=== pc_sequencer ===
### Routed metal, one colour a layer, pc_sequencer

(3 px per um) Only two layers are drawn.
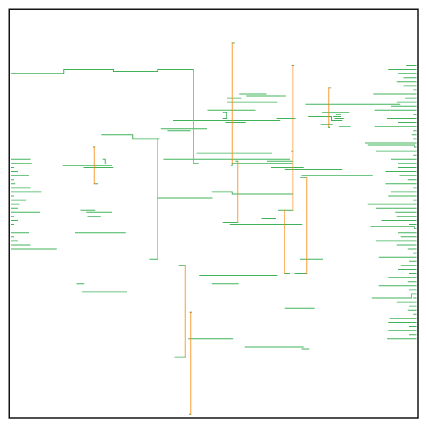

[config.mk]
export PLATFORM = sky130hd
export DESIGN_NAME = pc_sequencer
export DESIGN_NICKNAME = d
export VERILOG_FILES = /design/src/rtl/pc_sequencer.sv
export SDC_FILE = /design/constraint.sdc
export NUM_CORES = 1
export LEC_CHECK = 0
export CAP_MARGIN = 15
export CORE_MARGIN = 2
export CORE_UTILIZATION = 29
export CTS_CLUSTER_SIZE = 12
export DETAILED_ROUTE_END_ITERATION = 8
export GPL_TIMING_DRIVEN = 0
export PLACE_DENSITY = 0.54
export RECOVER_POWER = 50
export SLEW_MARGIN = 20
export SYNTH_ARGS = -nofsm -noshare
export SYNTH_HDL_FRONTEND = slang
export SYNTH_SLANG_ARGS = --single-unit
[constraint.sdc]
create_clock -name clk -period 5.8 [get_ports clk]
set_input_delay 1.16 -clock clk [delete_from_list [all_inputs] [get_ports clk]]
set_output_delay 1.16 -clock clk [all_outputs]
set_load 0.01 [all_outputs]
[src/rtl/pc_sequencer.sv]
// pc_sequencer: fetch-side PC controller; requests imem at pc, waits for the handshake,
// then strobes the PC update with pc+4 or a redirect target, trapping on timeout/misalignment.
module pc_sequencer #(
   parameter logic [31:0] RESET_VECTOR = 32'h0000_0000,
   parameter int unsigned MAX_WAIT     = 8
) (
   input  logic        clk,
   input  logic        clr_n,
   input  logic        stall,
   input  logic        jump,
   input  logic [31:0] jump_target,
   input  logic        branch_taken,
   input  logic [31:0] branch_target,
   input  logic        imem_ready,
   output logic        imem_req,
   output logic [31:0] imem_addr,
   output logic [31:0] pc,
   output logic [31:0] next_pc,
   output logic        pc_enable,
   output logic        ir_load,
   output logic        squash,
   output logic        fetch_fault
);
   typedef enum logic [2:0] {IDLE, FETCH, WAIT, ADVANCE, FAULT} state_t;
   state_t      state_q, state_d;
   logic [31:0] pc_q, pc_d, tgt_q, tgt_d;
   logic        pend_q, pend_d, held_q, held_d;
   logic [7:0]  cnt_q, cnt_d;
   logic        live, active, adv, redir, first;
   logic [31:0] live_tgt;

   assign live      = jump | branch_taken;
   assign live_tgt  = jump ? jump_target : branch_target;
   assign active    = state_q inside {FETCH, WAIT, ADVANCE};
   assign adv       = state_q == ADVANCE;
   assign redir     = pend_q | (adv & live);
   // held_q marks stalled ADVANCE cycles so the ir_load/squash strobe fires only once
   assign first     = adv & ~held_q;
   assign next_pc   = pend_q ? tgt_q : (adv & live) ? live_tgt : pc_q + 32'd4;
   assign imem_addr = pc_q;
   assign pc        = pc_q;
   assign imem_req  = state_q == FETCH || state_q == WAIT;
   assign ir_load   = first & ~redir;
   assign squash    = first & redir;
   assign pc_enable = adv & ~stall & (next_pc[1:0] == 2'b00);
   assign fetch_fault = state_q == FAULT;

   always_comb begin
      state_d = state_q;
      pc_d    = pc_q;
      pend_d  = pend_q;
      tgt_d   = tgt_q;
      cnt_d   = cnt_q;
      held_d  = 1'b0;
      if (active && !pend_q && live) begin
         pend_d = 1'b1;
         tgt_d  = live_tgt;
      end
      case (state_q)
         IDLE: state_d = FETCH;
         FETCH: begin
            cnt_d   = '0;
            state_d = WAIT;
         end
         WAIT: begin
            cnt_d = cnt_q + 8'd1;
            if (imem_ready) state_d = ADVANCE;
            else if (cnt_d == 8'(MAX_WAIT)) state_d = FAULT;
         end
         ADVANCE: begin
            if (stall) held_d = 1'b1;
            else if (next_pc[1:0] != 2'b00) state_d = FAULT;
            else begin
               pc_d    = next_pc;
               pend_d  = 1'b0;
               state_d = FETCH;
            end
         end
         default: state_d = state_q;
      endcase
   end

   always_ff @(posedge clk or negedge clr_n) begin
      if (!clr_n) begin
         state_q <= IDLE;
         pc_q    <= RESET_VECTOR;
         tgt_q   <= '0;
         pend_q  <= 1'b0;
         held_q  <= 1'b0;
         cnt_q   <= '0;
      end else begin
         state_q <= state_d;
         pc_q    <= pc_d;
         tgt_q   <= tgt_d;
         pend_q  <= pend_d;
         held_q  <= held_d;
         cnt_q   <= cnt_d;
      end
   end
endmodule

=== snoop_bus_controller ===
## src/rtl/snoop_pkg.sv

```systemverilog
// Shared definitions for the snooping bus controller: snoop result
// encodings, bus operation codes, controller state enum and the
// helper that merges two snoop results.
package snoop_pkg;

  // Per-snooper response encodings; 2'b11 is reserved and treated as HITM
  localparam logic [1:0] SNOOP_NOHIT = 2'b00;
  localparam logic [1:0] SNOOP_HIT   = 2'b01;
  localparam logic [1:0] SNOOP_HITM  = 2'b10;
  localparam logic [1:0] SNOOP_RSVD  = 2'b11;

  // Bus operation codes carried on busOp
  localparam logic [7:0] OP_READ       = 8'h01;
  localparam logic [7:0] OP_WRITE      = 8'h02;
  localparam logic [7:0] OP_RWIM       = 8'h03;
  localparam logic [7:0] OP_INVALIDATE = 8'h04;

  typedef enum logic [2:0] {
    ST_IDLE,
    ST_ISSUE,
    ST_WAIT,
    ST_COLLECT,
    ST_RESPOND
  } state_t;

  // Merge a running result with one more snooper response.
  // Bit 1 set means HITM or the reserved code, both of which win outright.
  function automatic logic [1:0] combineResult(input logic [1:0] acc,
                                               input logic [1:0] res);
    if (acc[1] || res[1]) begin
      return SNOOP_HITM;
    end else if ((acc == SNOOP_HIT) || (res == SNOOP_HIT)) begin
      return SNOOP_HIT;
    end else begin
      return SNOOP_NOHIT;
    end
  endfunction

endpackage

```

## src/rtl/rr_arbiter.sv

```systemverilog
// Round-robin selector: grants the first set request at or after the
// pointer, wrapping from the top requester back to zero. Purely
// combinational; the pointer is owned by the caller.
module rr_arbiter #(
  parameter int NUM_REQ = 2,
  parameter int IDW     = $clog2(NUM_REQ)
) (
  input  logic [NUM_REQ-1:0] req_i,
  input  logic [IDW-1:0]     ptr_i,
  output logic [NUM_REQ-1:0] grant_o
);

  localparam logic [IDW:0] NREQ = (IDW+1)'(NUM_REQ);

  logic [IDW:0] sum;
  logic         found;

  // Walk the requesters starting at the pointer and take the first one set
  always_comb begin
    grant_o = '0;
    found   = 1'b0;
    sum     = '0;
    for (int k = 0; k < NUM_REQ; k++) begin
      sum = {1'b0, ptr_i} + (IDW+1)'(k);
      if (sum >= NREQ) begin
        sum = sum - NREQ;
      end
      if (!found && req_i[sum[IDW-1:0]]) begin
        grant_o[sum[IDW-1:0]] = 1'b1;
        found                 = 1'b1;
      end
    end
  end

endmodule

```

## src/rtl/snoop_bus_controller.sv

```systemverilog
// Snooping bus controller: arbitrates requesters round-robin, broadcasts
// the winning operation to the snoopers, waits SNOOP_DELAY cycles,
// merges the snoop responses and returns the result to the owner.
// Optional feature: define SNOOP_STATS_EN to add saturating per-result
// counters (statNoHit, statHit, statHitm).
module snoop_bus_controller
  import snoop_pkg::*;
#(
  parameter int addressSize = 32,
  parameter int NUM_REQ     = 2,
  parameter int NUM_SNOOP   = 3,
  parameter int SNOOP_DELAY = 2
) (
  input  logic                           clk,
  input  logic                           rst_n,
  input  logic [NUM_REQ-1:0]             reqValid,
  input  logic [NUM_REQ*addressSize-1:0] reqAddr,
  input  logic [NUM_REQ*8-1:0]           reqOp,
  output logic [NUM_REQ-1:0]             reqGrant,
  output logic                           busValid,
  output logic [addressSize-1:0]         busAddr,
  output logic [7:0]                     busOp,
  input  logic [NUM_SNOOP*2-1:0]         snoopIn,
  output logic                           respValid,
  output logic [$clog2(NUM_REQ)-1:0]     respId,
  output logic [1:0]                     respResult,
`ifdef SNOOP_STATS_EN
  output logic [15:0]                    statNoHit,
  output logic [15:0]                    statHit,
  output logic [15:0]                    statHitm,
`endif
  output logic                           busy
);

  localparam int IDW = $clog2(NUM_REQ);

  state_t                   state_q;
  logic [IDW-1:0]           ptr_q;
  logic [IDW-1:0]           idx_q;
  logic [3:0]               cnt_q;
  logic                     busValid_q;
  logic [addressSize-1:0]   busAddr_q;
  logic [7:0]               busOp_q;
  logic                     respValid_q;
  logic [IDW-1:0]           respId_q;
  logic [1:0]               respResult_q;

  logic [NUM_REQ-1:0]       arbGrant;
  logic [IDW-1:0]           winIdx_d;
  logic [IDW-1:0]           ptr_d;
  logic [addressSize-1:0]   winAddr_d;
  logic [7:0]               winOp_d;
  logic [1:0]               combined_d;

  rr_arbiter #(
    .NUM_REQ (NUM_REQ),
    .IDW     (IDW)
  ) u_arb (
    .req_i   (reqValid),
    .ptr_i   (ptr_q),
    .grant_o (arbGrant)
  );

  // Turn the one-hot winner into an index and pick out its address and op
  always_comb begin
    winIdx_d  = '0;
    winAddr_d = '0;
    winOp_d   = '0;
    for (int i = 0; i < NUM_REQ; i++) begin
      if (arbGrant[i]) begin
        winIdx_d  = IDW'(i);
        winAddr_d = reqAddr[i*addressSize +: addressSize];
        winOp_d   = reqOp[i*8 +: 8];
      end
    end
    ptr_d = (winIdx_d == IDW'(NUM_REQ-1)) ? '0 : winIdx_d + IDW'(1);
  end

  // Merge all snooper responses with HITM > HIT > NOHIT priority
  always_comb begin
    combined_d = SNOOP_NOHIT;
    for (int s = 0; s < NUM_SNOOP; s++) begin
      combined_d = combineResult(combined_d, snoopIn[2*s +: 2]);
    end
  end

  // Main controller FSM with registered bus and response outputs
  always_ff @(posedge clk or negedge rst_n) begin
    if (!rst_n) begin
      state_q      <= ST_IDLE;
      ptr_q        <= '0;
      idx_q        <= '0;
      cnt_q        <= '0;
      busValid_q   <= 1'b0;
      busAddr_q    <= '0;
      busOp_q      <= '0;
      respValid_q  <= 1'b0;
      respId_q     <= '0;
      respResult_q <= SNOOP_NOHIT;
    end else begin
      busValid_q  <= 1'b0;
      respValid_q <= 1'b0;
      case (state_q)
        ST_IDLE: begin
          if (|reqValid) begin
            ptr_q      <= ptr_d;
            idx_q      <= winIdx_d;
            busAddr_q  <= winAddr_d;
            busOp_q    <= winOp_d;
            busValid_q <= 1'b1;
            state_q    <= ST_ISSUE;
          end
        end
        ST_ISSUE: begin
          cnt_q   <= 4'(SNOOP_DELAY - 1);
          state_q <= ST_WAIT;
        end
        ST_WAIT: begin
          if (cnt_q == 4'd0) begin
            state_q <= ST_COLLECT;
          end else begin
            cnt_q <= cnt_q - 4'd1;
          end
        end
        ST_COLLECT: begin
          respResult_q <= combined_d;
          respId_q     <= idx_q;
          respValid_q  <= 1'b1;
          state_q      <= ST_RESPOND;
        end
        ST_RESPOND: begin
          state_q <= ST_IDLE;
        end
        default: begin
          state_q <= ST_IDLE;
        end
      endcase
    end
  end

  // Grant is decided in the IDLE cycle itself so the requester sees it there
  assign reqGrant   = ((state_q == ST_IDLE) && rst_n) ? arbGrant : '0;
  assign busValid   = busValid_q;
  assign busAddr    = busAddr_q;
  assign busOp      = busOp_q;
  assign respValid  = respValid_q;
  assign respId     = respId_q;
  assign respResult = respResult_q;
  assign busy       = (state_q != ST_IDLE);

`ifdef SNOOP_STATS_EN
  logic [15:0] statNoHit_q;
  logic [15:0] statHit_q;
  logic [15:0] statHitm_q;

  // Count each delivered result by class, sticking at all-ones
  always_ff @(posedge clk or negedge rst_n) begin
    if (!rst_n) begin
      statNoHit_q <= '0;
      statHit_q   <= '0;
      statHitm_q  <= '0;
    end else if (state_q == ST_RESPOND) begin
      case (respResult_q)
        SNOOP_NOHIT: if (statNoHit_q != 16'hFFFF) statNoHit_q <= statNoHit_q + 16'd1;
        SNOOP_HIT:   if (statHit_q   != 16'hFFFF) statHit_q   <= statHit_q   + 16'd1;
        default:     if (statHitm_q  != 16'hFFFF) statHitm_q  <= statHitm_q  + 16'd1;
      endcase
    end
  end

  assign statNoHit = statNoHit_q;
  assign statHit   = statHit_q;
  assign statHitm  = statHitm_q;
`endif

endmodule

```

## config.mk

```make
export PLATFORM = sky130hd
export DESIGN_NAME = snoop_bus_controller
export DESIGN_NICKNAME = d
export VERILOG_FILES = /design/src/rtl/snoop_pkg.sv /design/src/rtl/rr_arbiter.sv /design/src/rtl/snoop_bus_controller.sv
export SDC_FILE = /design/constraint.sdc
export NUM_CORES = 1
export LEC_CHECK = 0
export CAP_MARGIN = 40
export CORE_UTILIZATION = 30
export DETAILED_ROUTE_END_ITERATION = 10
export GPL_ROUTABILITY_DRIVEN = 0
export SLEW_MARGIN = 20
export SYNTH_ARGS = -nofsm -noshare
export SYNTH_HDL_FRONTEND = slang
export SYNTH_SLANG_ARGS = --single-unit
```

## constraint.sdc

```tcl
create_clock -name clk -period 5.9 [get_ports clk]
set_clock_uncertainty 0.2 [all_clocks]
set_input_delay 0.59 -clock clk [delete_from_list [all_inputs] [get_ports clk]]
set_output_delay 0.59 -clock clk [all_outputs]
set_load 0.1 [all_outputs]
```

=== pipeline_trace_tx_flat ===
==> config.mk <==
export PLATFORM = sky130hd
export DESIGN_NAME = pipeline_trace_tx_flat
export DESIGN_NICKNAME = d
export VERILOG_FILES = /design/src/rtl/trace_pkg.sv /design/src/rtl/pipeline_trace_tx_if.sv /design/src/rtl/trace_fifo.sv /design/src/rtl/pipeline_trace_tx.sv /design/src/flat_wrapper.sv
export SDC_FILE = /design/constraint.sdc
export NUM_CORES = 1
export LEC_CHECK = 0
export CAP_MARGIN = 15
export CORE_MARGIN = 1
export CORE_UTILIZATION = 50
export CTS_BUF_LIST = sky130_fd_sc_hd__clkbuf_8
export DETAILED_ROUTE_END_ITERATION = 6
export PLACE_DENSITY = 0.66
export SLEW_MARGIN = 20
export SYNTH_ARGS = -nofsm -noshare
export SYNTH_HDL_FRONTEND = slang
export SYNTH_HIERARCHICAL = 1
export SYNTH_SLANG_ARGS = --single-unit
==> constraint.sdc <==
create_clock -name clk_i -period 6.05 [get_ports clk_i]
set_clock_uncertainty 0.2 [all_clocks]
set_input_delay 1.21 -clock clk_i [delete_from_list [all_inputs] [get_ports clk_i]]
set_output_delay 1.21 -clock clk_i [all_outputs]
set_load 0.005 [all_outputs]
==> src/rtl/trace_pkg.sv <==
// Shared types and constants for the CPU trace transmit path.
// A record is four 32-bit words, sent in the order cyc, pc, stall count, flush count.
package trace_pkg;

  localparam int REC_WORDS = 4;

  localparam logic [1:0] W_CYC   = 2'd0;
  localparam logic [1:0] W_PC    = 2'd1;
  localparam logic [1:0] W_STALL = 2'd2;
  localparam logic [1:0] W_FLUSH = 2'd3;

  typedef enum logic [2:0] {
    ST_IDLE,
    ST_W0,
    ST_W1,
    ST_W2,
    ST_W3
  } state_t;

  typedef struct packed {
    logic [31:0] cyc;
    logic [31:0] pc;
    logic [31:0] stall_cnt;
    logic [31:0] flush_cnt;
  } rec_t;

  function automatic logic [1:0] state_word(input state_t s);
    case (s)
      ST_W1:   return W_PC;
      ST_W2:   return W_STALL;
      ST_W3:   return W_FLUSH;
      default: return W_CYC;
    endcase
  endfunction

  function automatic logic [31:0] rec_word(input rec_t rec, input logic [1:0] sel);
    case (sel)
      W_CYC:   return rec.cyc;
      W_PC:    return rec.pc;
      W_STALL: return rec.stall_cnt;
      default: return rec.flush_cnt;
    endcase
  endfunction

endpackage

==> src/rtl/pipeline_trace_tx_if.sv <==
// Word-stream valid/ready channel from the trace transmitter to its log sink.
interface pipeline_trace_tx_if;

  logic        m_valid_o;
  logic        m_ready_i;
  logic [31:0] m_data_o;
  logic        m_last_o;

  modport master (
    output m_valid_o,
    output m_data_o,
    output m_last_o,
    input  m_ready_i
  );

  modport slave (
    input  m_valid_o,
    input  m_data_o,
    input  m_last_o,
    output m_ready_i
  );

endinterface

==> src/rtl/trace_fifo.sv <==
// Record FIFO for the trace path; a push into a full FIFO is taken only
// when the head is popped on the same edge.
module trace_fifo
  import trace_pkg::*;
#(
  parameter int DEPTH = 4
) (
  input  logic                     clk,
  input  logic                     rst_n,
  input  logic                     push,
  input  logic                     pop,
  input  rec_t                     din,
  output rec_t                     dout,
  output logic                     full,
  output logic                     empty,
  output logic [$clog2(DEPTH):0]   count
);

  localparam int AW = $clog2(DEPTH);
  localparam int CW = AW + 1;
  localparam logic [CW-1:0] FULL_CNT = CW'(DEPTH);

  logic [AW-1:0] wr_ptr;
  logic [AW-1:0] rd_ptr;
  logic [CW-1:0] cnt;
  logic          wr_en;
  logic          rd_en;
  rec_t          mem [DEPTH];

  assign full  = (cnt == FULL_CNT);
  assign empty = (cnt == '0);
  assign count = cnt;
  assign dout  = mem[rd_ptr];
  assign wr_en = push && (!full || pop);
  assign rd_en = pop && !empty;

  always_ff @(posedge clk or negedge rst_n) begin
    if (!rst_n) begin
      wr_ptr <= '0;
      rd_ptr <= '0;
      cnt    <= '0;
    end else begin
      if (wr_en) wr_ptr <= wr_ptr + AW'(1);
      if (rd_en) rd_ptr <= rd_ptr + AW'(1);
      case ({wr_en, rd_en})
        2'b10:   cnt <= cnt + CW'(1);
        2'b01:   cnt <= cnt - CW'(1);
        default: cnt <= cnt;
      endcase
    end
  end

  // Storage needs no reset: the counters decide which entries are live.
  always_ff @(posedge clk) begin
    if (wr_en) mem[wr_ptr] <= din;
  end

endmodule

==> src/rtl/pipeline_trace_tx.sv <==
// Samples CPU pipeline status each running cycle into 4-word records and
// streams them out over a registered 32-bit valid/ready channel.
module pipeline_trace_tx
  import trace_pkg::*;
#(
  parameter int DEPTH  = 4,
  parameter int DROP_W = 16
) (
  input  logic                 clk_i,
  input  logic                 rst_n_i,
  input  logic                 start_i,
  input  logic [31:0]          pc_i,
  input  logic                 stall_i,
  input  logic                 flush_i,
  pipeline_trace_tx_if.master  m,
  output logic [DROP_W-1:0]    drop_cnt_o,
  output logic                 busy_o
);

  localparam int CW = $clog2(DEPTH) + 1;

  logic [31:0]       cyc;
  logic [31:0]       stall_cnt;
  logic [31:0]       flush_cnt;
  logic [31:0]       cyc_next;
  logic [31:0]       stall_next;
  logic [31:0]       flush_next;
  logic [DROP_W-1:0] drop_cnt;
  rec_t              new_rec;
  rec_t              head;
  logic              full;
  logic              empty;
  logic [CW-1:0]     count;
  logic              hs;
  logic              pop;
  logic              push;
  logic              drop;
  logic              valid;
  state_t            state;
  state_t            state_next;

  always_comb begin
    cyc_next   = cyc + 32'd1;
    stall_next = stall_cnt + {31'd0, stall_i};
    flush_next = flush_cnt + {31'd0, flush_i};
    new_rec    = '{cyc: cyc_next, pc: pc_i, stall_cnt: stall_next, flush_cnt: flush_next};
  end

  // The slot freed by popping the head on this edge may be refilled on the same edge.
  assign valid = (state != ST_IDLE);
  assign hs    = valid && m.m_ready_i;
  assign pop   = hs && (state == ST_W3);
  assign push  = start_i && (!full || pop);
  assign drop  = start_i && full && !pop;

  trace_fifo #(.DEPTH(DEPTH)) u_fifo (
    .clk   (clk_i),
    .rst_n (rst_n_i),
    .push  (push),
    .pop   (pop),
    .din   (new_rec),
    .dout  (head),
    .full  (full),
    .empty (empty),
    .count (count)
  );

  always_ff @(posedge clk_i or negedge rst_n_i) begin
    if (!rst_n_i) begin
      cyc       <= '0;
      stall_cnt <= '0;
      flush_cnt <= '0;
    end else if (start_i) begin
      cyc       <= cyc_next;
      stall_cnt <= stall_next;
      flush_cnt <= flush_next;
    end
  end

  always_ff @(posedge clk_i or negedge rst_n_i) begin
    if (!rst_n_i) begin
      drop_cnt <= '0;
    end else if (drop && (drop_cnt != {DROP_W{1'b1}})) begin
      drop_cnt <= drop_cnt + DROP_W'(1);
    end
  end

  always_ff @(posedge clk_i or negedge rst_n_i) begin
    if (!rst_n_i) state <= ST_IDLE;
    else          state <= state_next;
  end

  // Entering W0 on the push edge itself gives one-cycle capture-to-valid latency.
  always_comb begin
    state_next = state;
    case (state)
      ST_IDLE: if (push || !empty) state_next = ST_W0;
      ST_W0:   if (hs) state_next = ST_W1;
      ST_W1:   if (hs) state_next = ST_W2;
      ST_W2:   if (hs) state_next = ST_W3;
      ST_W3:   if (hs) state_next = ((count > CW'(1)) || push) ? ST_W0 : ST_IDLE;
      default: state_next = ST_IDLE;
    endcase
  end

  assign m.m_valid_o = valid;
  assign m.m_last_o  = (state == ST_W3);
  assign m.m_data_o  = valid ? rec_word(head, state_word(state)) : 32'd0;
  assign drop_cnt_o  = drop_cnt;
  assign busy_o      = valid || !empty;

endmodule
==> src/flat_wrapper.sv <==
// flat-port wrapper written by rule: the top's interface ports become plain ports
module pipeline_trace_tx_flat import trace_pkg::*;
#(
  parameter int DEPTH  = 4,
  parameter int DROP_W = 16
)
  (clk_i, rst_n_i, start_i, pc_i, stall_i, flush_i, drop_cnt_o, busy_o, m_m_valid_o, m_m_data_o, m_m_last_o, m_m_ready_i);
  pipeline_trace_tx_if m_i ();
  input  logic clk_i;
  input  logic rst_n_i;
  input  logic start_i;
  input  logic [31:0] pc_i;
  input  logic stall_i;
  input  logic flush_i;
  output logic [DROP_W-1:0] drop_cnt_o;
  output logic busy_o;
  output wire logic [$bits(m_i.m_valid_o)-1:0] m_m_valid_o;
  output wire logic [$bits(m_i.m_data_o)-1:0] m_m_data_o;
  output wire logic [$bits(m_i.m_last_o)-1:0] m_m_last_o;
  input wire logic [$bits(m_i.m_ready_i)-1:0] m_m_ready_i;
  assign m_m_valid_o = m_i.m_valid_o;
  assign m_m_data_o = m_i.m_data_o;
  assign m_m_last_o = m_i.m_last_o;
  assign m_i.m_ready_i = m_m_ready_i;
  pipeline_trace_tx #(.DEPTH(DEPTH), .DROP_W(DROP_W)) u_core (.clk_i(clk_i), .rst_n_i(rst_n_i), .start_i(start_i), .pc_i(pc_i), .stall_i(stall_i), .flush_i(flush_i), .m(m_i), .drop_cnt_o(drop_cnt_o), .busy_o(busy_o));
endmodule
### Zoomed window, snoop_bus_controller

Window x 34 to 64, y 54 to 84 um. Cells in grey, sequential cells in the stronger grey; small squares are vias.
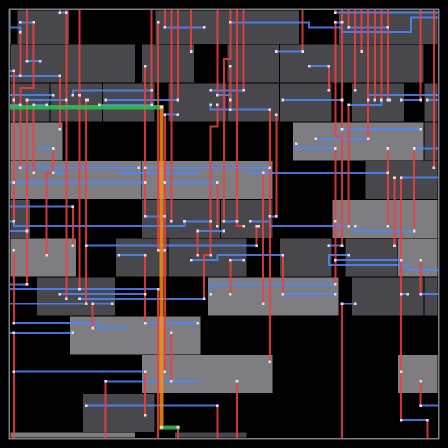
green -> M3
red -> M2
orange -> M4
blue -> M1
most frequent = clkdlybuf4s50_1 (9), dfrtp_1 (8), buf_16 (5)
sequential cells in the window = 8
netlist names of flops here include = busAddr (6), busOp (2)
cells with their middle in the window = 32

==> reports/qor.yml, snoop_bus_controller <==
top_area_share_pct: 48.0
dp_cells: 479
startpoint: "rst_n"
grt_usage_pct: 15.9
finalSetupViolations: 0
adder_share_pct: 0.888
die_h_um: 98.9
r2r-end: "busAddr[6]"
ys_seq_share_pct: 48.0
tns_ns: 0
grt_pass1_wl_um: 12400
die-width_um: 98.9
cts.sinks: 54
r2r-start: "state_q[2]"
clockRootBuffer: "clkbuf_8"
reg2reg_depth: 4
cts_resized: 0
fin_cells: 488
crit_family: "buffers and inverters"
fin_crit_ns: 3.10
end_kind: "primary output"
holdCritStartpoint: "respResult[1]"
finalHoldViolCount: 0
status: "finished, final reports clean"
snoop_bus_controller: final cells by class:
class | count | share of cell area, %
timing repair buffer | 191 | 44.4
multi-input combinational | 121 | 24.8
clock inverter | 1 | 0.145
tap | 108 | 2.62
clock buffer | 6 | 1.40
inverter | 7 | 0.508
sequential | 54 | 26.2
snoop_bus_controller: flip-flops by register name, summed over array words and instances, names as in the netlist:
| register | flops |
|---|---|
| cnt_q | 4 |
| ptr_q | 1 |
| respValid | 1 |
| busOp | 8 |
| respId | 1 |
| idx_q | 1 |
| busAddr | 32 |
| busValid | 1 |
| respResult | 2 |
| state_q | 3 |
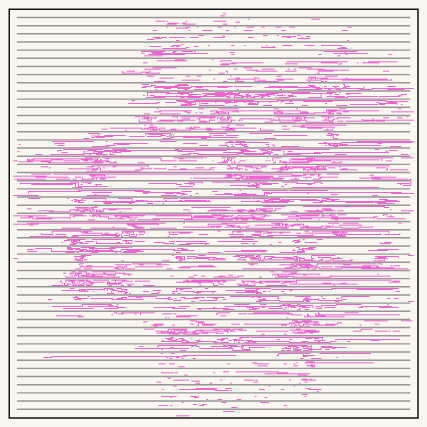
*Signal wires on met1, pc_sequencer*
(3 px per um) Supply wires on this layer in grey.
share of all routed wire = 43%
nets with wire on the layer = 721
longest straight run = 59.3 um

## Picture notes: 'Routed metal, one colour a layer' of pc_sequencer
orange -> M4  # wire length 323 um
green -> M3  # wire length 1,250 um

==> reports/qor.yml, pc_sequencer <==
rsz0062_at_grt: "false"
status: "complete, but fails checks"
nMultiInputCombCells: 416
regArea_sq_mm: 0.00193
route.detailed.drc: 0
setup_ws_ns: 0.796
cp_max_fo: 10
io_buffers: 169
tns_ns: 0
netlist_top_cells_count: "77 x dfrtp_1, 70 x a21oi_1, 65 x nor2_1"
min_period_over_period_pct: 86.3
drv_slew: 80
finalSetupViolations: 0
violations: "max-capacitance violations, max-slew violations"
maxCapViolations: 2
grt.met3_usage_pct: 3.48
htreeDepth: 3
## pc_sequencer: cells by family after synthesis
logic type	Yosys count	share of synthesized area, %
DFF	77	38.3
muxes	67	14.2
AOI/OAI and AO/OA	136	15.1
adders and majority gates	3	0.745
buffers and inverters	78	9.12
and+or+nand+nor	188	18.8
xor gates and xnor gates	22	3.83
## pc_sequencer: critical path: stages
cell and delay [ns]:
dlygate4sd3_1 0.59, nor2_1 0.31, or2_2 0.17, buf_2 0.24, buf_2 0.31, a21oi_1 0.10
o21ai_0 0.33, clkdlybuf4s50_1 0.63
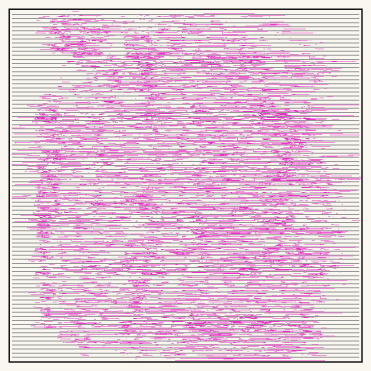
*Signal wires on met1, pipeline_trace_tx_flat*
(1.5 px per um) Supply wires on this layer in grey.
longest straight run = 115 um
nets with wire on the layer = 1,718
wire length on this layer = 27.7 mm
share of all routed wire = 46%
via count: 14,900
Routed WL: 60,700 um
met1 Use GR: 34.1%

==> reports/qor.yml, pipeline_trace_tx_flat <==
largestClassByArea: "registers"
drive_above_1_share_pct: 17.9
sh_seq_area_pct: 60.5
path_clk_slew_ns: 0.06
cts.sinks: 634
status: "complete, but fails checks"
antenna_found_initial: 3
hp-class: "reg2reg"
sh_comb_area_pct: 26.3
area_delta_synth_final_pct: 13.1
violations: "design-rule violations"
highest_layer: "met4"
finalSetupViolations: 0
routedLengthMet1_um: 27700
cp_cell_sequence: "buf_4 -> mux4_2 -> a221oi_1 -> a21oi_1 -> clkdlybuf4s50_1"
regArea_sq_mm: 0.0184
maxCapViolations: 0
route.detailed.drc: 8
cp_max_fo: 34
dr.first_iter.drc_count: 1429
chipArea_sq_mm: 0.0549
core_sq_mm: 0.0529
==> pipeline_trace_tx_flat: placed cells by master, fill, tap and decap left out, drive strengths merged, types with 3 or more instances in the layout <==
master	count
and3	21
clkdlybuf4s50	86
or3	3
nor2	32
a221oi	32
xor2	58
nor4	23
nor3	32
clkbuf	110
and4	14
a21oi	67
nand3b	33
o21ai	5
and2	8
mux4	128
nand3	72
nand2	87
clkinv	30
edfxtp	512
ha	11
mux2	9
xnor2	141
inv	60
buf	35
nand4	67
dfrtp	122


==> gallery <==
Routing congestion.
shot_01.png
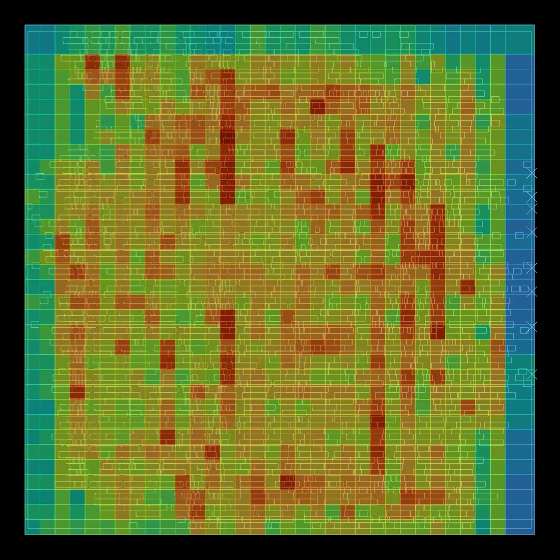
shot_02.png
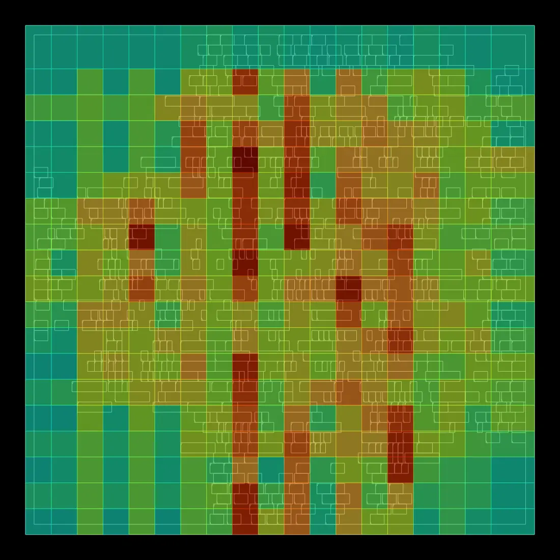
shot_03.png
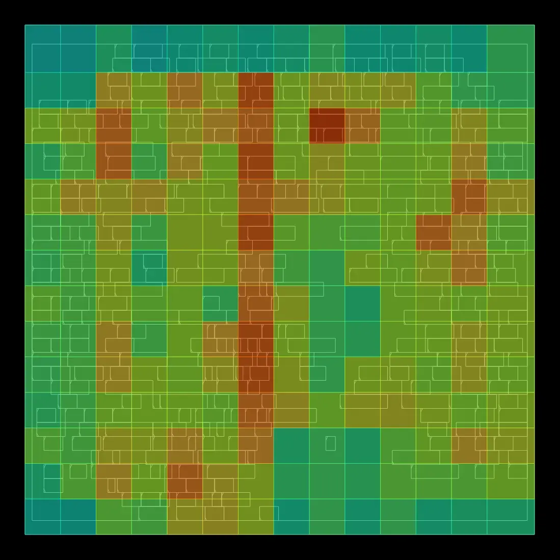
The one with the most wire per cell is shot_01.png.
The one with the lowest utilization is shot_02.png.
shot_02.png: pc_sequencer
shot_03.png: snoop_bus_controller
shot_01.png: pipeline_trace_tx_flat

